######## block 1 ########
Block 1, the clock network:
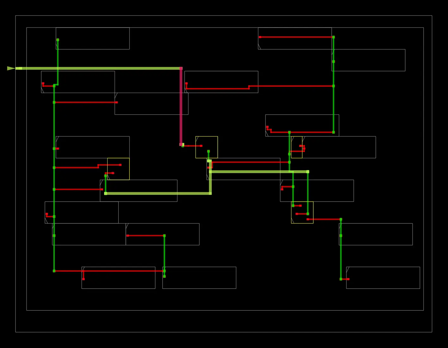

$ cat config.mk
export PLATFORM = sky130hd
export DESIGN_NAME = fifo_uart_tx_flat
export DESIGN_NICKNAME = d
export VERILOG_FILES = /design/src/rtl/uart_pkg.sv /design/src/rtl/fifo_uart_tx_if.sv /design/src/rtl/baud_tick_gen.sv /design/src/rtl/fifo_uart_tx.sv /design/src/flat_wrapper.sv
export SDC_FILE = /design/constraint.sdc
export NUM_CORES = 1
export LEC_CHECK = 0
export CORE_ASPECT_RATIO = 0.75
export CORE_UTILIZATION = 55
export DETAILED_ROUTE_END_ITERATION = 8
export PLACE_DENSITY_LB_ADDON = 0.25
export SYNTH_ARGS = -nofsm -noshare
export SYNTH_HDL_FRONTEND = slang
export SYNTH_SLANG_ARGS = --single-unit
$ cat constraint.sdc
create_clock -name clk -period 3.19 [get_ports clk]
set_input_delay 0.957 -clock clk [delete_from_list [all_inputs] [get_ports clk]]
set_output_delay 0.957 -clock clk [all_outputs]
set_load 0.05 [all_outputs]
$ cat src/rtl/uart_pkg.sv
// ----------------------------------------------------------------------------
// uart_pkg
//   Shared definitions for the FIFO-fed UART transmitter: frame geometry,
//   serial line levels and the transmitter state encoding.
//
//   Build option: define UART_TX_PARITY_EN to add the PARITY state (8E1).
//   Without the macro the frame is 8N1/8N2 and PARITY does not exist.
// ----------------------------------------------------------------------------
package uart_pkg;

    localparam int   DATA_BITS  = 8;
    localparam logic LINE_IDLE  = 1'b1;
    localparam logic LINE_START = 1'b0;

    // Explicit encodings keep state values stable between the two builds.
    typedef enum logic [2:0] {
        IDLE   = 3'd0,
        FETCH  = 3'd1,
        LOAD   = 3'd2,
        START  = 3'd3,
        DATA   = 3'd4,
`ifdef UART_TX_PARITY_EN
        PARITY = 3'd5,
`endif
        STOP   = 3'd6
    } tx_state_t;

endpackage

$ cat src/rtl/fifo_uart_tx_if.sv
// ----------------------------------------------------------------------------
// fifo_uart_tx_if
//   Read-side handshake between the 8-bit synchronous FIFO and its consumer.
//
//   Signals:
//     empty      FIFO empty flag (driven by the FIFO)
//     fifo_data  FIFO registered d_out, valid the cycle after read
//     read       one-cycle pop strobe (driven by the consumer)
//
//   Modports:
//     master  consumer side (the UART transmitter)
//     slave   FIFO side
// ----------------------------------------------------------------------------
interface fifo_uart_tx_if import uart_pkg::*; ();

    logic                 empty;
    logic [DATA_BITS-1:0] fifo_data;
    logic                 read;

    modport master (
        input  empty,
        input  fifo_data,
        output read
    );

    modport slave (
        output empty,
        output fifo_data,
        input  read
    );

endinterface

$ cat src/rtl/baud_tick_gen.sv
// ----------------------------------------------------------------------------
// baud_tick_gen
//   Free-running bit-period counter. Counts 0..CLKS_PER_BIT-1 and wraps,
//   raising tick for one cycle at the terminal count.
//
//   Parameters:
//     CLKS_PER_BIT  clock cycles per serial bit (>= 2)
//
//   Ports:
//     clk    system clock, rising edge
//     rst    asynchronous active-low reset
//     clear  synchronous clear; holds the count at 0 while high
//     tick   one-cycle pulse on the last cycle of each bit period
// ----------------------------------------------------------------------------
module baud_tick_gen #(
    parameter int CLKS_PER_BIT = 16
) (
    input  logic clk,
    input  logic rst,
    input  logic clear,
    output logic tick
);

    // CLKS_PER_BIT-1 always fits in $clog2(CLKS_PER_BIT) bits, so the
    // counter never needs to hold a value past its terminal count.
    localparam int               CNT_W = $clog2(CLKS_PER_BIT);
    localparam logic [CNT_W-1:0] LAST  = CNT_W'(CLKS_PER_BIT - 1);

    logic [CNT_W-1:0] cnt;

    // NOTE: sequential state uses non-blocking assignments so every flop
    // samples pre-edge values regardless of block evaluation order.
    always_ff @(posedge clk or negedge rst) begin
        if (!rst) begin
            cnt <= '0;
        end else if (clear || (cnt == LAST)) begin
            cnt <= '0;
        end else begin
            cnt <= cnt + CNT_W'(1);
        end
    end

    assign tick = (cnt == LAST);

endmodule

$ cat src/rtl/fifo_uart_tx.sv
// ----------------------------------------------------------------------------
// fifo_uart_tx
//   Pops bytes from an 8-bit synchronous FIFO and serialises them LSB first
//   as 8N1 / 8N2 frames on a registered, glitch-free tx line.
//
//   Build option: define UART_TX_PARITY_EN to send an even-parity bit
//   between data bit 7 and the first stop bit (8E1 / 8E2).
//
//   Parameters:
//     CLKS_PER_BIT  clock cycles per serial bit (>= 2)
//     STOP_BITS     number of stop bits (1 or 2)
//
//   Ports:
//     clk      system clock, rising edge
//     rst      asynchronous active-low reset
//     fifo     FIFO read handshake (master modport: empty, fifo_data, read)
//     tx       serial output, idle high
//     busy     high in every state except IDLE
//     tx_done  one-cycle pulse on the final stop-bit cycle
// ----------------------------------------------------------------------------
module fifo_uart_tx import uart_pkg::*; #(
    parameter int CLKS_PER_BIT = 16,
    parameter int STOP_BITS    = 1
) (
    input  logic           clk,
    input  logic           rst,
    fifo_uart_tx_if.master fifo,
    output logic           tx,
    output logic           busy,
    output logic           tx_done
);

    localparam int               IDX_W     = $clog2(DATA_BITS);
    localparam logic [IDX_W-1:0] LAST_BIT  = IDX_W'(DATA_BITS - 1);
    localparam logic             LAST_STOP = 1'(STOP_BITS - 1);

    tx_state_t            state;
    logic [DATA_BITS-1:0] shreg;
    logic [IDX_W-1:0]     bit_idx;
    logic                 stop_idx;
`ifdef UART_TX_PARITY_EN
    logic                 parity;
`endif

    logic tick;
    logic baud_clear;

    // Hold the bit timer at zero until the frame starts so START always
    // lasts exactly CLKS_PER_BIT cycles.
    assign baud_clear = (state == IDLE) || (state == FETCH) || (state == LOAD);

    baud_tick_gen #(
        .CLKS_PER_BIT (CLKS_PER_BIT)
    ) u_baud (
        .clk   (clk),
        .rst   (rst),
        .clear (baud_clear),
        .tick  (tick)
    );

    // The pop is qualified by empty in the same cycle, so a FIFO that drains
    // between the IDLE check and FETCH is never popped.
    assign fifo.read = (state == FETCH) && !fifo.empty;
    assign busy      = (state != IDLE);
    assign tx_done   = (state == STOP) && tick && (stop_idx == LAST_STOP);

    // tx is updated on the edge that enters each bit, so the level seen on
    // the line always belongs to the current state.
    always_ff @(posedge clk or negedge rst) begin
        if (!rst) begin
            state    <= IDLE;
            tx       <= LINE_IDLE;
            shreg    <= '0;
            bit_idx  <= '0;
            stop_idx <= 1'b0;
`ifdef UART_TX_PARITY_EN
            parity   <= 1'b0;
`endif
        end else begin
            case (state)
                IDLE: begin
                    tx <= LINE_IDLE;
                    if (!fifo.empty) begin
                        state <= FETCH;
                    end
                end

                FETCH: begin
                    state <= fifo.empty ? IDLE : LOAD;
                end

                // fifo_data is the FIFO's registered output for the pop
                // issued in FETCH.
                LOAD: begin
                    shreg    <= fifo.fifo_data;
                    bit_idx  <= '0;
                    stop_idx <= 1'b0;
`ifdef UART_TX_PARITY_EN
                    parity   <= 1'b0;
`endif
                    tx       <= LINE_START;
                    state    <= START;
                end

                START: begin
                    if (tick) begin
                        tx    <= shreg[0];
                        state <= DATA;
                    end
                end

                // shreg[0] is always the bit currently on the line.
                DATA: begin
                    if (tick) begin
`ifdef UART_TX_PARITY_EN
                        parity <= parity ^ shreg[0];
`endif
                        if (bit_idx == LAST_BIT) begin
`ifdef UART_TX_PARITY_EN
                            tx    <= parity ^ shreg[0];
                            state <= PARITY;
`else
                            tx    <= LINE_IDLE;
                            state <= STOP;
`endif
                        end else begin
                            bit_idx <= bit_idx + IDX_W'(1);
                            shreg   <= shreg >> 1;
                            tx      <= shreg[1];
                        end
                    end
                end

`ifdef UART_TX_PARITY_EN
                PARITY: begin
                    if (tick) begin
                        tx    <= LINE_IDLE;
                        state <= STOP;
                    end
                end
`endif

                STOP: begin
                    if (tick) begin
                        if (stop_idx == LAST_STOP) begin
                            state <= IDLE;
                        end else begin
                            stop_idx <= stop_idx + 1'b1;
                        end
                    end
                end

                default: begin
                    tx    <= LINE_IDLE;
                    state <= IDLE;
                end
            endcase
        end
    end

endmodule

$ cat src/flat_wrapper.sv
// flat-port wrapper written by rule: the top's interface ports become plain ports
module fifo_uart_tx_flat import uart_pkg::*;
#(
    parameter int CLKS_PER_BIT = 16,
    parameter int STOP_BITS    = 1
)
  (clk, rst, tx, busy, tx_done, fifo_empty, fifo_fifo_data, fifo_read);
  fifo_uart_tx_if fifo_i ();
  input  logic clk;
  input  logic rst;
  output logic tx;
  output logic busy;
  output logic tx_done;
  input wire logic [$bits(fifo_i.empty)-1:0] fifo_empty;
  input wire logic [$bits(fifo_i.fifo_data)-1:0] fifo_fifo_data;
  output wire logic [$bits(fifo_i.read)-1:0] fifo_read;
  assign fifo_i.empty = fifo_empty;
  assign fifo_i.fifo_data = fifo_fifo_data;
  assign fifo_read = fifo_i.read;
  fifo_uart_tx #(.CLKS_PER_BIT(CLKS_PER_BIT), .STOP_BITS(STOP_BITS)) u_core (.clk(clk), .rst(rst), .fifo(fifo_i), .tx(tx), .busy(busy), .tx_done(tx_done));
endmodule
######## block 2 ########
`config.mk`:
```
export PLATFORM = sky130hd
export DESIGN_NAME = acc_b_regs_flat
export DESIGN_NICKNAME = d
export VERILOG_FILES = /design/src/rtl/acc_b_regs_if.sv /design/src/rtl/acc_b_regs.sv /design/src/flat_wrapper.sv
export SDC_FILE = /design/constraint.sdc
export NUM_CORES = 1
export LEC_CHECK = 0
export CAP_MARGIN = 40
export CORE_MARGIN = 2
export CORE_UTILIZATION = 42
export DETAILED_ROUTE_END_ITERATION = 8
export PLACE_DENSITY_LB_ADDON = 0.25
export RECOVER_POWER = 50
export REMOVE_ABC_BUFFERS = 1
export SETUP_SLACK_MARGIN = 0.1
export SYNTH_ARGS = -nofsm -noshare
export SYNTH_HDL_FRONTEND = slang
export SYNTH_SLANG_ARGS = --single-unit
```
`constraint.sdc`:
```
create_clock -name clk_i -period 2.66 [get_ports clk_i]
set_clock_uncertainty 0.05 [all_clocks]
set_input_delay 0.665 -clock clk_i [delete_from_list [all_inputs] [get_ports clk_i]]
set_output_delay 0.665 -clock clk_i [all_outputs]
set_load 0.005 [all_outputs]
```
`src/rtl/acc_b_regs_if.sv`:
```
// Operand-register port bundle: bus loads, write-back strobe and ALU result in; operands, bus drive, flags and status out.
// The controller/sequencer side uses the master modport, the register block uses the slave modport.
interface acc_b_regs_if #(
  parameter int WIDTH = 8
);
  logic [WIDTH-1:0] bus_i;
  logic             la_i;
  logic             lb_i;
  logic             ea_i;
  logic             wa_i;
  logic             sub_en_i;
  logic [WIDTH-1:0] alu_res_i;

  logic [WIDTH-1:0] a_o;
  logic [WIDTH-1:0] b_o;
  logic [WIDTH-1:0] bus_o;
  logic             bus_oe_o;
  logic             flag_z_o;
  logic             flag_n_o;
  logic             flag_c_o;
  logic             flag_v_o;
  logic             wb_done_o;
  logic             err_o;

  modport master (
    output bus_i, la_i, lb_i, ea_i, wa_i, sub_en_i, alu_res_i,
    input  a_o, b_o, bus_o, bus_oe_o,
    input  flag_z_o, flag_n_o, flag_c_o, flag_v_o, wb_done_o, err_o
  );

  modport slave (
    input  bus_i, la_i, lb_i, ea_i, wa_i, sub_en_i, alu_res_i,
    output a_o, b_o, bus_o, bus_oe_o,
    output flag_z_o, flag_n_o, flag_c_o, flag_v_o, wb_done_o, err_o
  );
endinterface

```
`src/rtl/acc_b_regs.sv`:
```
// Accumulator A and B operand registers with write-back capture and Z/N/C/V flags.
// Loads and write-back land one edge after the strobe; bus drive is combinational; no backpressure.
module acc_b_regs #(
  parameter int WIDTH = 8
) (
  input  logic        clk_i,
  input  logic        rst_i,
  acc_b_regs_if.slave io
);

  logic [WIDTH-1:0] r_a;
  logic [WIDTH-1:0] r_b;
  logic             r_z;
  logic             r_n;
  logic             r_c;
  logic             r_v;
  logic             r_wb_done;
  logic             r_err;

  logic             w_a_msb;
  logic             w_b_msb;
  logic             w_res_msb;
  logic             w_add_c;
  logic             w_sub_c;
  logic             w_add_v;
  logic             w_sub_v;
  logic             w_c;
  logic             w_v;
  logic             w_z;
  logic             w_conflict;

  assign w_a_msb   = r_a[WIDTH-1];
  assign w_b_msb   = r_b[WIDTH-1];
  assign w_res_msb = io.alu_res_i[WIDTH-1];

  // a+b overflows 2^WIDTH exactly when b exceeds the headroom left above a, which is ~a.
  assign w_add_c = (r_b > ~r_a);
  assign w_sub_c = (r_a >= r_b);

  assign w_add_v = (w_a_msb == w_b_msb) && (w_res_msb != w_a_msb);
  assign w_sub_v = (w_a_msb != w_b_msb) && (w_res_msb != w_a_msb);

  assign w_c = io.sub_en_i ? w_sub_c : w_add_c;
  assign w_v = io.sub_en_i ? w_sub_v : w_add_v;
  assign w_z = (io.alu_res_i == '0);

  assign w_conflict = io.la_i && io.wa_i;

  always_ff @(posedge clk_i) begin
    if (rst_i) begin
      r_a       <= '0;
      r_b       <= '0;
      r_z       <= 1'b0;
      r_n       <= 1'b0;
      r_c       <= 1'b0;
      r_v       <= 1'b0;
      r_wb_done <= 1'b0;
      r_err     <= 1'b0;
    end else begin
      // Write-back beats a bus load when both are strobed; the clash is flagged below.
      if (io.wa_i) begin
        r_a <= io.alu_res_i;
        r_z <= w_z;
        r_n <= w_res_msb;
        r_c <= w_c;
        r_v <= w_v;
      end else if (io.la_i) begin
        r_a <= io.bus_i;
      end

      if (io.lb_i) begin
        r_b <= io.bus_i;
      end

      r_wb_done <= io.wa_i;

      if (w_conflict) begin
        r_err <= 1'b1;
      end
    end
  end

  assign io.a_o       = r_a;
  assign io.b_o       = r_b;
  assign io.bus_o     = io.ea_i ? r_a : '0;
  assign io.bus_oe_o  = io.ea_i;
  assign io.flag_z_o  = r_z;
  assign io.flag_n_o  = r_n;
  assign io.flag_c_o  = r_c;
  assign io.flag_v_o  = r_v;
  assign io.wb_done_o = r_wb_done;
  assign io.err_o     = r_err;

endmodule

```
`src/flat_wrapper.sv`:
```
// flat-port wrapper written by rule: the top's interface ports become plain ports
module acc_b_regs_flat 
#(
  parameter int WIDTH = 8
)
  (clk_i, rst_i, io_bus_i, io_la_i, io_lb_i, io_ea_i, io_wa_i, io_sub_en_i, io_alu_res_i, io_a_o, io_b_o, io_bus_o, io_bus_oe_o, io_flag_z_o, io_flag_n_o, io_flag_c_o, io_flag_v_o, io_wb_done_o, io_err_o);
  acc_b_regs_if #(.WIDTH(WIDTH)) io_i ();
  input  logic clk_i;
  input  logic rst_i;
  input wire logic [$bits(io_i.bus_i)-1:0] io_bus_i;
  input wire logic [$bits(io_i.la_i)-1:0] io_la_i;
  input wire logic [$bits(io_i.lb_i)-1:0] io_lb_i;
  input wire logic [$bits(io_i.ea_i)-1:0] io_ea_i;
  input wire logic [$bits(io_i.wa_i)-1:0] io_wa_i;
  input wire logic [$bits(io_i.sub_en_i)-1:0] io_sub_en_i;
  input wire logic [$bits(io_i.alu_res_i)-1:0] io_alu_res_i;
  output wire logic [$bits(io_i.a_o)-1:0] io_a_o;
  output wire logic [$bits(io_i.b_o)-1:0] io_b_o;
  output wire logic [$bits(io_i.bus_o)-1:0] io_bus_o;
  output wire logic [$bits(io_i.bus_oe_o)-1:0] io_bus_oe_o;
  output wire logic [$bits(io_i.flag_z_o)-1:0] io_flag_z_o;
  output wire logic [$bits(io_i.flag_n_o)-1:0] io_flag_n_o;
  output wire logic [$bits(io_i.flag_c_o)-1:0] io_flag_c_o;
  output wire logic [$bits(io_i.flag_v_o)-1:0] io_flag_v_o;
  output wire logic [$bits(io_i.wb_done_o)-1:0] io_wb_done_o;
  output wire logic [$bits(io_i.err_o)-1:0] io_err_o;
  assign io_i.bus_i = io_bus_i;
  assign io_i.la_i = io_la_i;
  assign io_i.lb_i = io_lb_i;
  assign io_i.ea_i = io_ea_i;
  assign io_i.wa_i = io_wa_i;
  assign io_i.sub_en_i = io_sub_en_i;
  assign io_i.alu_res_i = io_alu_res_i;
  assign io_a_o = io_i.a_o;
  assign io_b_o = io_i.b_o;
  assign io_bus_o = io_i.bus_o;
  assign io_bus_oe_o = io_i.bus_oe_o;
  assign io_flag_z_o = io_i.flag_z_o;
  assign io_flag_n_o = io_i.flag_n_o;
  assign io_flag_c_o = io_i.flag_c_o;
  assign io_flag_v_o = io_i.flag_v_o;
  assign io_wb_done_o = io_i.wb_done_o;
  assign io_err_o = io_i.err_o;
  acc_b_regs #(.WIDTH(WIDTH)) u_core (.clk_i(clk_i), .rst_i(rst_i), .io(io_i));
endmodule
```
######## block 3 ########
$ cat src/rtl/usart_pkg.sv
// Shared definitions for the USART transmit arbiter: FSM encoding, timeout counter width
// and the baud divisor loaded at reset.
package usart_pkg;

  typedef enum logic [1:0] {
    ST_IDLE  = 2'd0,
    ST_LATCH = 2'd1,
    ST_SEND  = 2'd2,
    ST_HOLD  = 2'd3
  } state_t;

  localparam int TO_W  = 16;
  localparam int CPB_W = 12;
  localparam logic [CPB_W-1:0] CPB_RESET = 12'd0;

endpackage

$ cat src/rtl/usart_rr_picker.sv
// Round-robin winner select: first valid requester at or after rr_ptr, wrapping modulo NUM_REQ.
// Purely combinational, no state and no backpressure.
module usart_rr_picker #(
  parameter int NUM_REQ = 4
) (
  input  logic [NUM_REQ-1:0]         req_valid,
  input  logic [$clog2(NUM_REQ)-1:0] rr_ptr,
  output logic                       any,
  output logic [NUM_REQ-1:0]         win_oh,
  output logic [$clog2(NUM_REQ)-1:0] win_idx
);

  localparam int PW = $clog2(NUM_REQ);

  logic [NUM_REQ-1:0] rot;
  logic [NUM_REQ-1:0] first;

  always_comb begin
    // Rotate so rr_ptr lands on bit 0, isolate the lowest set bit, rotate back.
    rot     = NUM_REQ'({req_valid, req_valid} >> rr_ptr);
    first   = rot & ~(rot - 1'b1);
    win_oh  = NUM_REQ'(({first, first} << rr_ptr) >> NUM_REQ);
    any     = |req_valid;
    win_idx = '0;
    for (int i = 0; i < NUM_REQ; i++) begin
      if (win_oh[PW'(i)]) win_idx = PW'(i);
    end
  end

endmodule

$ cat src/rtl/usart_tx_arbiter.sv
// Round-robin sharing of one usart_tx among NUM_REQ byte requesters, with locked bursts and the baud register.
// Accept 1 cycle after req_valid; requesters stall while another holds the grant; tx_latch holds until tx_ready.
module usart_tx_arbiter
  import usart_pkg::*;
#(
  parameter int                 NUM_REQ     = 4,
  parameter int                 MAX_BURST   = 16,
  parameter int                 TIMEOUT     = 1024,
  parameter logic [CPB_W-1:0]   DEFAULT_CPB = CPB_RESET
) (
  input  logic                       serial_clock,
  input  logic                       reset_n,
  input  logic                       cfg_write,
  input  logic [CPB_W-1:0]           cfg_clocks_per_bit,
  input  logic [NUM_REQ-1:0]         req_valid,
  input  logic [NUM_REQ*8-1:0]       req_data,
  input  logic [NUM_REQ-1:0]         req_last,
  output logic [NUM_REQ-1:0]         req_accept,
  output logic [NUM_REQ-1:0]         req_sent,
  output logic [7:0]                 tx_data,
  output logic                       tx_latch,
  input  logic                       tx_ready,
  input  logic                       tx_done,
  output logic [CPB_W-1:0]           tx_clocks_per_bit,
  output logic                       busy,
  output logic [$clog2(NUM_REQ)-1:0] grant_id,
  output logic                       timeout_err
);

  localparam int              GW        = $clog2(NUM_REQ);
  localparam logic [TO_W-1:0] TO_LAST   = TO_W'(TIMEOUT - 1);
  localparam logic [7:0]      BURST_MAX = 8'(MAX_BURST);

  state_t             state, state_n;
  logic [GW-1:0]      rr_ptr, rr_n, grant_n;
  logic [TO_W-1:0]    to_cnt, to_n;
  logic [7:0]         burst_cnt, burst_n, data_n;
  logic               last_q, last_n, latch_n, terr_n, release_grant;
  logic [NUM_REQ-1:0] acc_n, sent_n;
  logic [CPB_W-1:0]   cpb_n;
  logic [7:0]         data_arr [NUM_REQ];

  logic               pick_any;
  logic [NUM_REQ-1:0] pick_oh;
  logic [GW-1:0]      pick_idx;

  for (genvar i = 0; i < NUM_REQ; i++) begin : g_unpack
    assign data_arr[i] = req_data[8*i +: 8];
  end

  usart_rr_picker #(.NUM_REQ(NUM_REQ)) u_picker (
    .req_valid (req_valid),
    .rr_ptr    (rr_ptr),
    .any       (pick_any),
    .win_oh    (pick_oh),
    .win_idx   (pick_idx)
  );

  assign busy = (state != ST_IDLE);

  always_comb begin
    state_n       = state;
    rr_n          = rr_ptr;
    grant_n       = grant_id;
    data_n        = tx_data;
    last_n        = last_q;
    burst_n       = burst_cnt;
    to_n          = (to_cnt == '1) ? to_cnt : to_cnt + 1'b1;
    latch_n       = 1'b0;
    acc_n         = '0;
    sent_n        = '0;
    terr_n        = 1'b0;
    cpb_n         = tx_clocks_per_bit;
    release_grant = 1'b0;

    case (state)
      ST_IDLE: begin
        to_n = '0;
        if (cfg_write) cpb_n = cfg_clocks_per_bit;
        if (pick_any) begin
          state_n = ST_LATCH;
          grant_n = pick_idx;
          data_n  = data_arr[pick_idx];
          last_n  = req_last[pick_idx];
          acc_n   = pick_oh;
          latch_n = 1'b1;
        end
      end
      ST_LATCH: begin
        if (tx_ready) begin
          state_n = ST_SEND;
          to_n    = '0;
        end else if (to_cnt >= TO_LAST) begin
          terr_n        = 1'b1;
          release_grant = 1'b1;
        end else begin
          latch_n = 1'b1;
        end
      end
      ST_SEND: begin
        if (tx_done) begin
          sent_n[grant_id] = 1'b1;
          burst_n          = burst_cnt + 8'd1;
          if (last_q || burst_n >= BURST_MAX) begin
            release_grant = 1'b1;
          end else begin
            state_n = ST_HOLD;
            to_n    = '0;
          end
        end
      end
      ST_HOLD: begin
        // Only the burst owner may continue; everyone else waits for the release.
        if (req_valid[grant_id]) begin
          state_n          = ST_LATCH;
          to_n             = '0;
          data_n           = data_arr[grant_id];
          last_n           = req_last[grant_id];
          acc_n[grant_id]  = 1'b1;
          latch_n          = 1'b1;
        end else if (to_cnt >= TO_LAST) begin
          terr_n        = 1'b1;
          release_grant = 1'b1;
        end
      end
      default: state_n = ST_IDLE;
    endcase

    if (release_grant) begin
      state_n = ST_IDLE;
      rr_n    = (grant_id == GW'(NUM_REQ - 1)) ? '0 : grant_id + 1'b1;
      burst_n = '0;
      to_n    = '0;
    end
  end

  always_ff @(posedge serial_clock) begin
    if (!reset_n) begin
      state             <= ST_IDLE;
      rr_ptr            <= '0;
      grant_id          <= '0;
      tx_data           <= '0;
      last_q            <= 1'b0;
      burst_cnt         <= '0;
      to_cnt            <= '0;
      tx_latch          <= 1'b0;
      req_accept        <= '0;
      req_sent          <= '0;
      timeout_err       <= 1'b0;
      tx_clocks_per_bit <= DEFAULT_CPB;
    end else begin
      state             <= state_n;
      rr_ptr            <= rr_n;
      grant_id          <= grant_n;
      tx_data           <= data_n;
      last_q            <= last_n;
      burst_cnt         <= burst_n;
      to_cnt            <= to_n;
      tx_latch          <= latch_n;
      req_accept        <= acc_n;
      req_sent          <= sent_n;
      timeout_err       <= terr_n;
      tx_clocks_per_bit <= cpb_n;
    end
  end

endmodule

$ cat config.mk
export PLATFORM = sky130hd
export DESIGN_NAME = usart_tx_arbiter
export DESIGN_NICKNAME = d
export VERILOG_FILES = /design/src/rtl/usart_pkg.sv /design/src/rtl/usart_rr_picker.sv /design/src/rtl/usart_tx_arbiter.sv
export SDC_FILE = /design/constraint.sdc
export NUM_CORES = 1
export LEC_CHECK = 0
export ABC_AREA = 1
export CAP_MARGIN = 10
export CORE_UTILIZATION = 44
export DETAILED_ROUTE_END_ITERATION = 6
export GPL_TIMING_DRIVEN = 0
export HOLD_SLACK_MARGIN = 0.03
export PLACE_DENSITY = 0.77
export RECOVER_POWER = 50
export SLEW_MARGIN = 40
export SYNTH_ARGS = -nofsm -noshare
export SYNTH_HDL_FRONTEND = slang
export SYNTH_SLANG_ARGS = --single-unit
$ cat constraint.sdc
create_clock -name serial_clock -period 1.6 [get_ports serial_clock]
set_input_delay 0.16 -clock serial_clock [delete_from_list [all_inputs] [get_ports serial_clock]]
set_output_delay 0.16 -clock serial_clock [all_outputs]
set_load 0.02 [all_outputs]
######## block 4 ########
==> src/rtl/riscv_csr_counters_pkg.sv <==
// ---------------------------------------------------------------------------
// riscv_csr_counters_pkg
// Shared constants for the user-level counter CSR unit:
//   - SYSTEM opcode and the CSR funct3 encodings
//   - CSRAddress enum of the CSR codes the core knows about
//   - COUNTER_WIDTH of the cycle/time/instret counters
//   - helpers classifying a funct3 as a CSR op and as a write attempt
// ---------------------------------------------------------------------------
package riscv_csr_counters_pkg;

    localparam int COUNTER_WIDTH = 64;

    localparam logic [6:0] OPCODE_SYSTEM = 7'b1110011;

    localparam logic [2:0] FUNCT3_CSRRW  = 3'b001;
    localparam logic [2:0] FUNCT3_CSRRS  = 3'b010;
    localparam logic [2:0] FUNCT3_CSRRC  = 3'b011;
    localparam logic [2:0] FUNCT3_CSRRWI = 3'b101;
    localparam logic [2:0] FUNCT3_CSRRSI = 3'b110;
    localparam logic [2:0] FUNCT3_CSRRCI = 3'b111;

    typedef enum logic [11:0] {
        CSR_FFLAGS   = 12'h001,
        CSR_FRM      = 12'h002,
        CSR_FCSR     = 12'h003,
        CSR_CYCLE    = 12'hC00,
        CSR_TIME     = 12'hC01,
        CSR_INSTRET  = 12'hC02,
        CSR_CYCLEH   = 12'hC80,
        CSR_TIMEH    = 12'hC81,
        CSR_INSTRETH = 12'hC82
    } CSRAddress;

    // funct3 values 000 and 100 are not CSR instructions at all.
    function automatic logic funct3_is_csr(input logic [2:0] funct3);
        return funct3[1:0] != 2'b00;
    endfunction

    // CSRRW/CSRRWI always write; set/clear forms write only with a non-zero source.
    function automatic logic funct3_writes(input logic [2:0] funct3, input logic src_zero);
        logic writes;
        writes = 1'b0;
        case (funct3)
            FUNCT3_CSRRW, FUNCT3_CSRRWI:                 writes = 1'b1;
            FUNCT3_CSRRS, FUNCT3_CSRRC,
            FUNCT3_CSRRSI, FUNCT3_CSRRCI:                writes = !src_zero;
            default:                                     writes = 1'b0;
        endcase
        return writes;
    endfunction

endpackage

==> src/rtl/riscv_csr_counters_if.sv <==
// ---------------------------------------------------------------------------
// riscv_csr_counters_if
// Request/response bundle between the execute stage and the counter CSR unit.
//   csr_valid/csr_funct3/csr_addr/csr_src_zero : decoded CSR instruction
//   instr_retired                              : retire pulse
//   csr_rdata/csr_rdata_valid/csr_illegal      : registered response
// master = pipeline side, slave = counter unit.
// ---------------------------------------------------------------------------
interface riscv_csr_counters_if;

    logic        csr_valid;
    logic [2:0]  csr_funct3;
    logic [11:0] csr_addr;
    logic        csr_src_zero;
    logic        instr_retired;
    logic [31:0] csr_rdata;
    logic        csr_rdata_valid;
    logic        csr_illegal;

    modport master (
        output csr_valid, csr_funct3, csr_addr, csr_src_zero, instr_retired,
        input  csr_rdata, csr_rdata_valid, csr_illegal
    );

    modport slave (
        input  csr_valid, csr_funct3, csr_addr, csr_src_zero, instr_retired,
        output csr_rdata, csr_rdata_valid, csr_illegal
    );

endinterface

==> src/rtl/riscv_counter64.sv <==
// ---------------------------------------------------------------------------
// riscv_counter64
// Free-running wrap-around counter used for cycle, time and instret.
//   clk   : system clock, rising edge
//   rst_n : asynchronous active-low reset, clears the count
//   inc   : add one on this edge
//   value : current count (wraps silently from all ones to zero)
// ---------------------------------------------------------------------------
module riscv_counter64
    import riscv_csr_counters_pkg::*;
(
    input  logic                     clk,
    input  logic                     rst_n,
    input  logic                     inc,
    output logic [COUNTER_WIDTH-1:0] value
);

    always_ff @(posedge clk or negedge rst_n) begin
        if (!rst_n) begin
            value <= '0;
        end else if (inc) begin
            value <= value + COUNTER_WIDTH'(1);
        end
    end

endmodule

==> src/rtl/riscv_csr_counters.sv <==
// ---------------------------------------------------------------------------
// riscv_csr_counters
// Read-only user counter CSRs (cycle/time/instret and their high halves).
//   clk   : system clock, rising edge
//   rst_n : asynchronous active-low reset
//   bus   : riscv_csr_counters_if.slave request/response bundle
// Parameters:
//   TIME_DIV      : clock cycles per time tick (1..65535)
//   COUNTER_WIDTH : counter width, always 64
// A request sampled on an edge is answered in the following cycle with the
// counter value as it was before that edge's increment.
// ---------------------------------------------------------------------------
module riscv_csr_counters #(
    parameter int TIME_DIV      = 100,
    parameter int COUNTER_WIDTH = 64
) (
    input logic                 clk,
    input logic                 rst_n,
    riscv_csr_counters_if.slave bus
);

    import riscv_csr_counters_pkg::*;

    localparam logic [15:0] PRESCALE_LAST = 16'(TIME_DIV - 1);

    logic [COUNTER_WIDTH-1:0] cycle_value;
    logic [COUNTER_WIDTH-1:0] time_value;
    logic [COUNTER_WIDTH-1:0] instret_value;

    logic [15:0] prescaler;
    logic        time_tick;

    logic        req_fire;
    logic [31:0] req_rdata;
    logic        req_addr_ok;
    logic        req_illegal;

    logic [31:0] rdata_q;
    logic        rdata_valid_q;
    logic        illegal_q;

    // Prescaler wraps at TIME_DIV-1; with TIME_DIV=1 it stays at 0 and ticks every edge.
    assign time_tick = (prescaler == PRESCALE_LAST);

    always_ff @(posedge clk or negedge rst_n) begin
        if (!rst_n) begin
            prescaler <= '0;
        end else if (time_tick) begin
            prescaler <= '0;
        end else begin
            prescaler <= prescaler + 16'd1;
        end
    end

    riscv_counter64 u_cycle (
        .clk   (clk),
        .rst_n (rst_n),
        .inc   (1'b1),
        .value (cycle_value)
    );

    riscv_counter64 u_time (
        .clk   (clk),
        .rst_n (rst_n),
        .inc   (time_tick),
        .value (time_value)
    );

    riscv_counter64 u_instret (
        .clk   (clk),
        .rst_n (rst_n),
        .inc   (bus.instr_retired),
        .value (instret_value)
    );

    assign req_fire = bus.csr_valid && funct3_is_csr(bus.csr_funct3);

    // Decode reads the counters combinationally so the registered response
    // captures the pre-increment value; unknown addresses (including the
    // floating-point CSRs) read as zero and are flagged illegal.
    always_comb begin
        req_rdata   = '0;
        req_addr_ok = 1'b1;
        case (bus.csr_addr)
            CSR_CYCLE:    req_rdata = cycle_value[31:0];
            CSR_CYCLEH:   req_rdata = cycle_value[63:32];
            CSR_TIME:     req_rdata = time_value[31:0];
            CSR_TIMEH:    req_rdata = time_value[63:32];
            CSR_INSTRET:  req_rdata = instret_value[31:0];
            CSR_INSTRETH: req_rdata = instret_value[63:32];
            default:      req_addr_ok = 1'b0;
        endcase
        req_illegal = !req_addr_ok || funct3_writes(bus.csr_funct3, bus.csr_src_zero);
    end

    // rdata holds between responses; the illegal flag only accompanies a valid pulse.
    always_ff @(posedge clk or negedge rst_n) begin
        if (!rst_n) begin
            rdata_q       <= '0;
            rdata_valid_q <= 1'b0;
            illegal_q     <= 1'b0;
        end else begin
            rdata_valid_q <= req_fire;
            illegal_q     <= req_fire && req_illegal;
            if (req_fire) begin
                rdata_q <= req_rdata;
            end
        end
    end

    assign bus.csr_rdata       = rdata_q;
    assign bus.csr_rdata_valid = rdata_valid_q;
    assign bus.csr_illegal     = illegal_q;

endmodule

==> src/flat_wrapper.sv <==
// flat-port wrapper written by rule: the top's interface ports become plain ports
module riscv_csr_counters_flat import riscv_csr_counters_pkg::*;
#(
    parameter int TIME_DIV      = 100,
    parameter int COUNTER_WIDTH = 64
)
  (clk, rst_n, bus_csr_valid, bus_csr_funct3, bus_csr_addr, bus_csr_src_zero, bus_instr_retired, bus_csr_rdata, bus_csr_rdata_valid, bus_csr_illegal);
  riscv_csr_counters_if bus_i ();
  input logic clk;
  input logic rst_n;
  input wire logic [$bits(bus_i.csr_valid)-1:0] bus_csr_valid;
  input wire logic [$bits(bus_i.csr_funct3)-1:0] bus_csr_funct3;
  input wire logic [$bits(bus_i.csr_addr)-1:0] bus_csr_addr;
  input wire logic [$bits(bus_i.csr_src_zero)-1:0] bus_csr_src_zero;
  input wire logic [$bits(bus_i.instr_retired)-1:0] bus_instr_retired;
  output wire logic [$bits(bus_i.csr_rdata)-1:0] bus_csr_rdata;
  output wire logic [$bits(bus_i.csr_rdata_valid)-1:0] bus_csr_rdata_valid;
  output wire logic [$bits(bus_i.csr_illegal)-1:0] bus_csr_illegal;
  assign bus_i.csr_valid = bus_csr_valid;
  assign bus_i.csr_funct3 = bus_csr_funct3;
  assign bus_i.csr_addr = bus_csr_addr;
  assign bus_i.csr_src_zero = bus_csr_src_zero;
  assign bus_i.instr_retired = bus_instr_retired;
  assign bus_csr_rdata = bus_i.csr_rdata;
  assign bus_csr_rdata_valid = bus_i.csr_rdata_valid;
  assign bus_csr_illegal = bus_i.csr_illegal;
  riscv_csr_counters #(.TIME_DIV(TIME_DIV), .COUNTER_WIDTH(COUNTER_WIDTH)) u_core (.clk(clk), .rst_n(rst_n), .bus(bus_i));
endmodule
==> config.mk <==
export PLATFORM = sky130hd
export DESIGN_NAME = riscv_csr_counters_flat
export DESIGN_NICKNAME = d
export VERILOG_FILES = /design/src/rtl/riscv_csr_counters_pkg.sv /design/src/rtl/riscv_csr_counters_if.sv /design/src/rtl/riscv_counter64.sv /design/src/rtl/riscv_csr_counters.sv /design/src/flat_wrapper.sv
export SDC_FILE = /design/constraint.sdc
export NUM_CORES = 1
export LEC_CHECK = 0
export CAP_MARGIN = 40
export CORE_MARGIN = 8
export CORE_UTILIZATION = 40
export DETAILED_ROUTE_END_ITERATION = 8
export DONT_BUFFER_PORTS = 1
export PLACE_DENSITY = 0.57
export REMOVE_ABC_BUFFERS = 1
export SETUP_SLACK_MARGIN = 0.2
export SYNTH_ARGS = -nofsm -noshare
export SYNTH_HDL_FRONTEND = slang
export SYNTH_SLANG_ARGS = --single-unit
==> constraint.sdc <==
create_clock -name clk -period 4.5 [get_ports clk]
set_input_delay 0.45 -clock clk [delete_from_list [all_inputs] [get_ports clk]]
set_output_delay 0.45 -clock clk [all_outputs]
set_load 0.01 [all_outputs]
Block 4, the metal 3 layer:
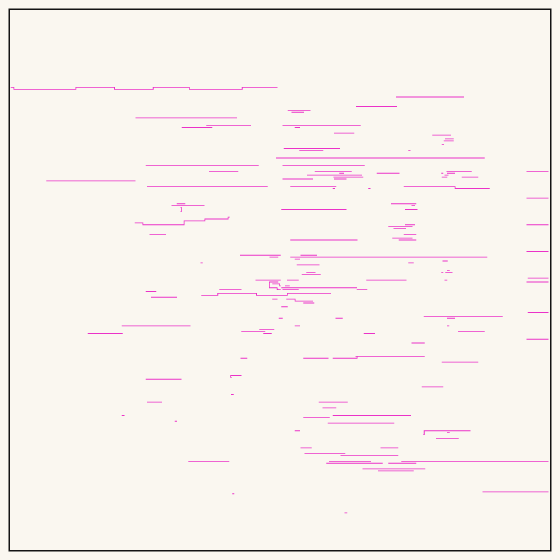
nets with wire on the layer: 92
wire length on this layer: 1650 microns
share of all routed wire: 5.0%
main direction: horizontal
routed via count: 9086
met3 GRT Util: 0.0262
final wirelength: 33200 microns

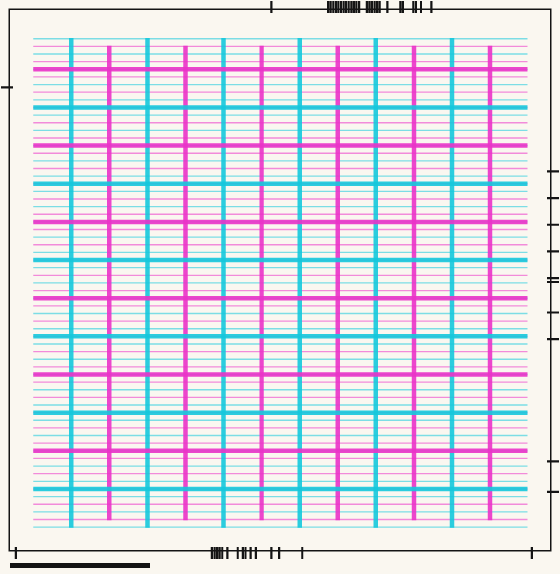
Block 4: power grid
Bar = 50 microns. Pins as bars on the die edge.
[cyan] VSS
[magenta] VDD
signal pins: 54
met5 straps: 12
met1 rails: 65
rows: 64
met4 straps: 12
die width: 193 microns
VDD IR-drop max: 248 uV
Core Region: 30700 sq um
die height: 193 microns

==> qor.csv, block 4 <==
metric,value,unit
outcome,"complete, but fails checks",
failing checks,hold timing,
net switching power,1.01,mW
wire length on met2,16200,microns
Signal buf overhead,0.00291,
number of distinct library cells after synthesis,50,
Top cells by area,"dfrtp_1 (49%), xnor2_1 (7.2%), xor2_1 (7.0%)",
cycle use final,0.588,
"Hold Violations, Final",242,
hold slack,-403,ps
logic gate share of total power,0.027,
CP max-delay cell,nand3_1,
clock buf count,45,
clock share of power,0.483,
"Largest delay share family, worst path",simple AND/OR/NAND/NOR gates,
yosys stat area,12500,sq um
Signal inverters,28,
Nets,1193,
post-route cell area,13800,sq um
[block 4: stage by stage]
| step | power (mW) | setup slack, ps |
|---|---|---|
| 2_1_floorplan | 2.39 | 1560 |
| 3_3_place_gp | 2.42 | 1730 |
| 3_5_place_dp | 2.43 | 1760 |
| 4_1_cts | 4.68 | 1880 |
| 5_1_grt | 4.78 | 1610 |
| 6_report | 4.62 | 1860 |
[block 4: path summary, 6_finish.rpt]
kind / start / end / slack, ps / cells after the start
max in group asynchronous: rst_n / u_core.u_time.value[58]$_DFFE_PN0N_ / 4600 / 0
min in group clk: bus_csr_funct3[1] / u_core.bus.csr_illegal$_DFF_PN0_ / 40 / 1
hold reg to reg: u_core.u_instret.value[63]$_DFFE_PN0P_ / u_core.u_instret.value[63]$_DFFE_PN0P_ / 460 / 1
setup reg to reg: u_core.u_cycle.value[2]$_DFF_PN0_ / u_core.u_cycle.value[59]$_DFF_PN0_ / 1860 / 5
hold / removal: rst_n / u_core.u_instret.value[8]$_DFFE_PN0P_ / -400 / 0
setup / recovery: u_core.u_cycle.value[2]$_DFF_PN0_ / u_core.u_cycle.value[59]$_DFF_PN0_ / 1860 / 5
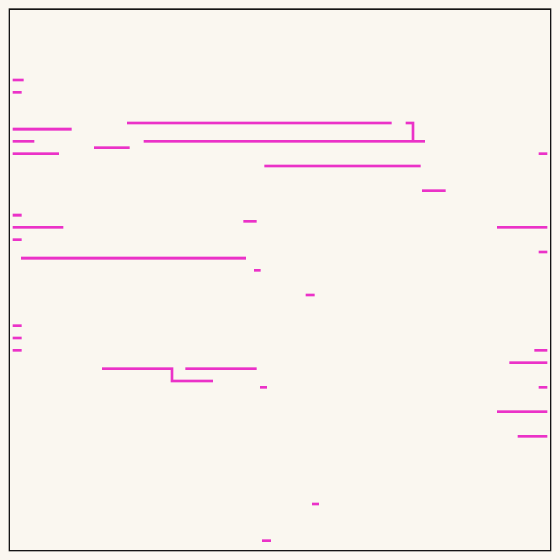
Block 2: the metal 3 layer
nets with wire on the layer: 26
longest straight run: 30.8 microns
wire length on this layer: 178 microns
share of all routed wire: 5.2%
main direction: horizontal
routed via count: 1240
final wirelength: 3440 microns

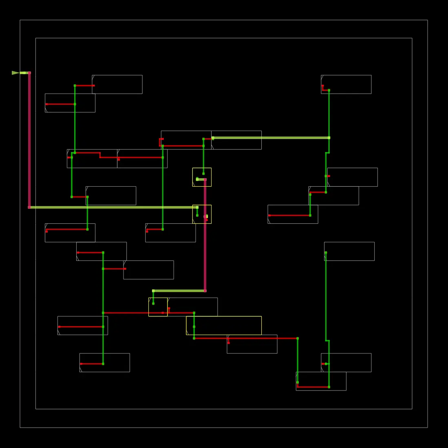
Block 2: the clock network
clock buf count: 3
CTS Buf Count: 3
registers: 22
total clock network power: 0.266 mW

==> qor.csv, block 2 <==
metric,value,unit
Final Non-Filler Cells,236,
chip area,3570,sq um
drt initial violations,38,
count of tool warnings,33,
Synth Cell Area,1310,sq um
diodes inserted,0,
number of global-route vias before repair,1171,
Basic Gates by Area,0.204,
met2 usage,0.357,
syn_area_per_cell,8.65,sq um
number of distinct library cells after synthesis,28,
Max-slew headroom,0.446,
# DRC,0,
Synth mux share,0.130,
worst hold stages,2,
outcome,completed,
Detailed Routing Iterations Pass 1,4,
Routed Antenna Nets,0,
largest net degree at the start of global routing,26,
crit path to,io_bus_o[7],
block 2: flip-flops by register name, indices dropped and copies added (netlist names):
register / count
u_core.io.wb_done_o: 1
u_core.io.flag_v_o: 1
u_core.io.flag_z_o: 1
u_core.io.flag_c_o: 1
u_core.io.flag_n_o: 1
u_core.io.err_o: 1
u_core.io.a_o: 8
u_core.io.b_o: 8
block 2: power by group through the flow:
stage,Clock (mW),Combinational (mW),Sequential (mW)
floorplan,0,0.0840,0.376
global placement,0,0.204,0.377
detailed placement,0,0.212,0.378
CTS,0.269,0.215,0.370
global route,0.289,0.231,0.373
finish,0.266,0.211,0.370
block 2: area by class of cell:
| class | count | area (sq um) |
|---|---|---|
| multi-input cells | 111 | 793 |
| well taps | 33 | 41.3 |
| clock inverters | 1 | 30.0 |
| fillers | 276 | 1080 |
| flip-flops and latches | 22 | 440 |
| inverters | 10 | 37.5 |
| clock buffers | 3 | 22.5 |
| repair buffers | 56 | 554 |
block 2: critical path: stages:
cell,delay [ps]
dlygate4sd2_1,240
buf_4,140
and2_1,120
clkdlybuf4s50_1,500
block 2: repair_timing:
action / 4_1_cts / 5_1_grt
hold buffers: 0 / 0
resized: 3 / 0
endpoints found under the setup margin: 8 / 0
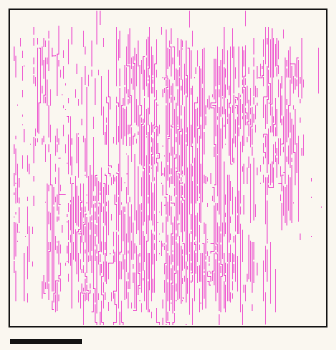
Block 3: signal wires on met2
Bar = 20 microns.
nets with wire on the layer: 584
wire length on this layer: 5890 microns
final wirelength: 12200 microns
met2 usage: 0.474
routed via count: 4027

==> qor.csv, block 3 <==
metric,value,unit
Max-slew headroom,0.616,
metal1 wirelength,4790,microns
"flops & latches, synth",58,
Vias/cell,5.63,
metal3 WL,930,microns
Detailed Routing Iterations Pass 1,7,
"top cells by count, synth","nor2_1 (79), nand2_1 (75), inv_1 (60)",
CP Class,flip-flop to flip-flop,
"Seq/Total Area, Yosys",0.357,
grt total ovfl,0,
post-synthesis cell count,488,
Final WS setup,-283,ps
# setup viols final,40,
syn_area_per_cell,6.66,sq um
Adders+Majority by Area,0.0308,
max_cap viols,0,
fp_density,0.468,
failing checks,setup timing,
RSZ-0062 raised after global routing,true,
Routed Antenna Nets,0,
outcome,"complete, but fails checks",
synth-to-layout area growth,67.8,%
==> block 3: sequential cells by signal, indices dropped and copies added (netlist names) <==
register           flops
tx_data                8
req_sent               2
to_cnt                16
tx_latch               1
timeout_err            1
grant_id               1
last_q                 1
rr_ptr                 2
state                  2
tx_clocks_per_bit     12
req_accept             4
burst_cnt              8
==> block 3: final cells by class <==
cell class	instances	area [sq um]	area share
Buffer	16	110	0.0202
Clock buffer	9	124	0.0227
Clock inverter	7	103	0.0188
Inverter	66	270	0.0496
Multi-Input combinational cell	354	2510	0.461
Sequential cell	58	1180	0.217
Tap cell	96	120	0.0220
Timing Repair Buffer	109	1030	0.189
==> block 3: layout by cell type (no fill, tap or decap), types with 13 or more instances in the layout <==
cell type / instances
clkdlybuf4s50_1: 62
nand3_1: 19
nand2_2: 16
nand3_4: 13
o21ai_1: 13
nand3_2: 31
inv_1: 53
nand2_1: 45
a21oi_1: 20
buf_4: 37
nand2_4: 17
o21ai_0: 35
nor2_2: 13
dfxtp_1: 47
nor2_1: 57
==> block 3: kinds of logic after synthesis <==
family | count (synthesis)
xor+xnor | 7
buf+inv | 82
fa+ha+maj | 8
compound gates | 89
flops | 58
other cells | 1
simple gates | 243
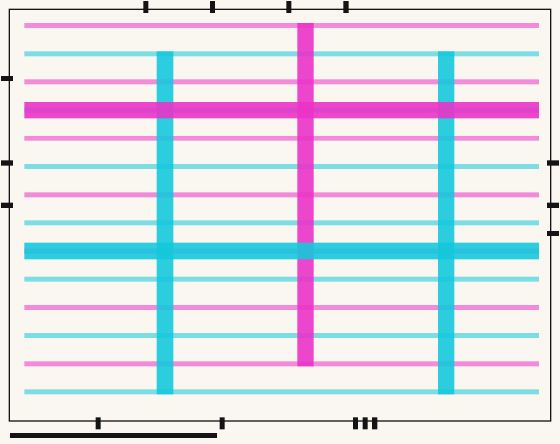
Block 1: power grid
Bar = 20 microns. Pins as bars on the die edge.
[magenta] VDD
[cyan] VSS
signal pins: 15
met5 straps: 2
met1 rails: 14
rows: 13
met4 straps: 3
Core Region: 1760 sq um
die height: 39.6 microns
VDD IR-drop max: 548 uV
die width: 52.1 microns

Notes on 'the clock network' of block 1 above:
clk ins delay skew pair: 310 ps
registers: 19
total clock network power: 0.125 mW

==> qor.csv, block 1 <==
metric,value,unit
clock skew,8.71,ps
max_cap viols,0,
chip area,2060,sq um
Sw Ratio,0.371,
crit path launch,u_core.u_baud.cnt[0]$_DFF_PN0_,
Hold Path Origin,u_core.u_baud.cnt[0]$_DFF_PN0_,
Leakage,0.501,nW
Pwr top,registers,
clock share of power,0.130,
post-synthesis cell count,90,
HPWL after detailed placement,1420,microns
"flops & latches, synth",19,
final wirelength,1940,microns
Synth Cell Area,1040,sq um
Signal buf overhead,0.128,
outcome,completed,
## block 1: worst paths after layout
check,end,slack (ps),cells after the start
setup / recovery,tx_done,150,4
hold / removal,u_core.u_baud.cnt[0]$_DFF_PN0_,490,1
setup reg to reg,u_core.shreg[3]$_DFFE_PN0P_,1130,3
hold reg to reg,u_core.u_baud.cnt[0]$_DFF_PN0_,490,1
max in group asynchronous,u_core.shreg[3]$_DFFE_PN0P_,1530,1
min in group asynchronous,u_core.shreg[4]$_DFFE_PN0P_,1130,1
## block 1: routing by layer
layer | vias to the layer above | routed length, microns | track usage
met2 | 11 | 931 | 0.375
met3 | 2 | 68 | 0.0814
li1 | 354 | - | -
met1 | 365 | 934 | 0.303
met4 | 0 | 9 | 0.0405
met5 | - | 0 | 0
## block 1: registers in the layout, indices dropped and copies added, names as in the netlist
signal / flops
u_core.shreg: 8
u_core.u_baud.cnt: 4
u_core.bit_idx: 3
u_core.state: 3
u_core.tx: 1
## block 1: logic make-up after synthesis
group	share of synthesized area
adders and majority gates	0.0459
AOI/OAI and AO/OA	0.0785
muxes	0.191
DFF	0.460
and+or+nand+nor	0.175
buffers and inverters	0.0326
xor gates and xnor gates	0.0169


==> layout pictures side by side <==
Signal wires on met2.
picture 1
Bar = 50 microns.
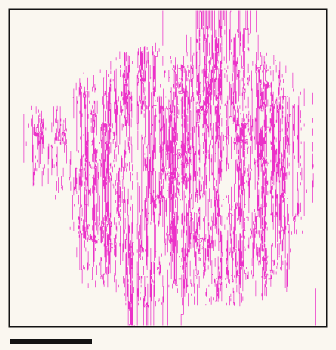
picture 2
Bar = 20 microns.
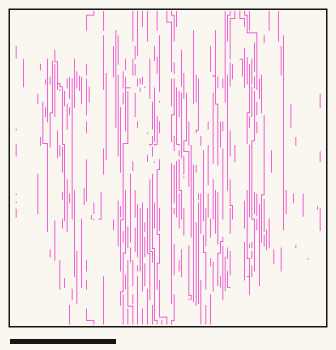
picture 3
Bar = 20 microns.
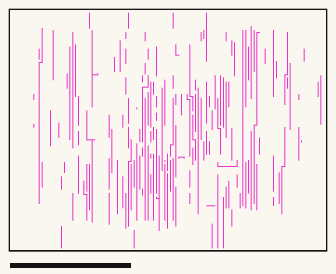
- largest die: picture 1
For block 4, see picture 1.
For block 2, see picture 2.
For block 1, see picture 3.


==> gallery <==
Signal wires by layer.
Plate I
Bar = 20 microns. Two of the layers only.
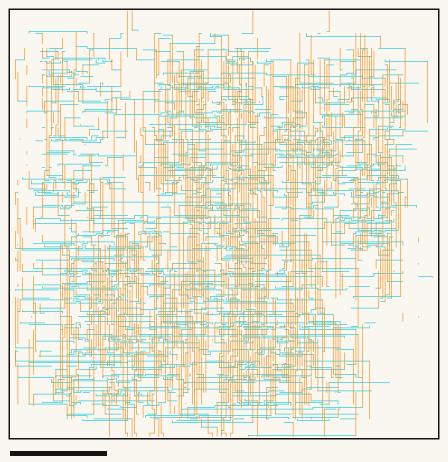
Plate II
Bar = 20 microns. Two of the layers only.
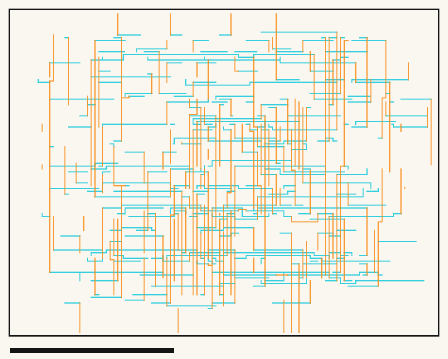
Plate III
Bar = 20 microns. Two of the layers only.
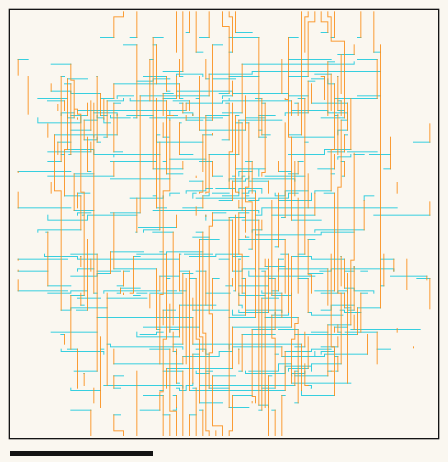
Plate IV
Bar = 50 microns. Two of the layers only.
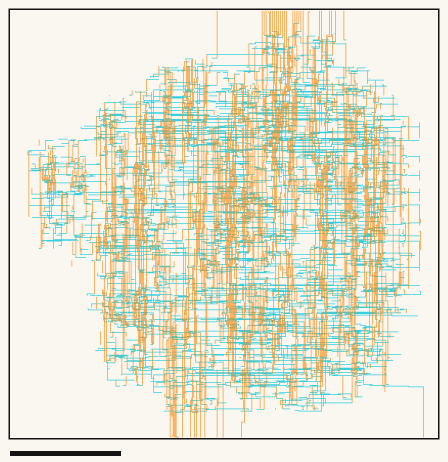
| picture | from |
|---|---|
| Plate II | block 1 |
| Plate III | block 2 |
| Plate I | block 3 |
| Plate IV | block 4 |
Of these, largest die: Plate IV
Of these, smallest die: Plate II

Power and IR drop assume default switching activity.
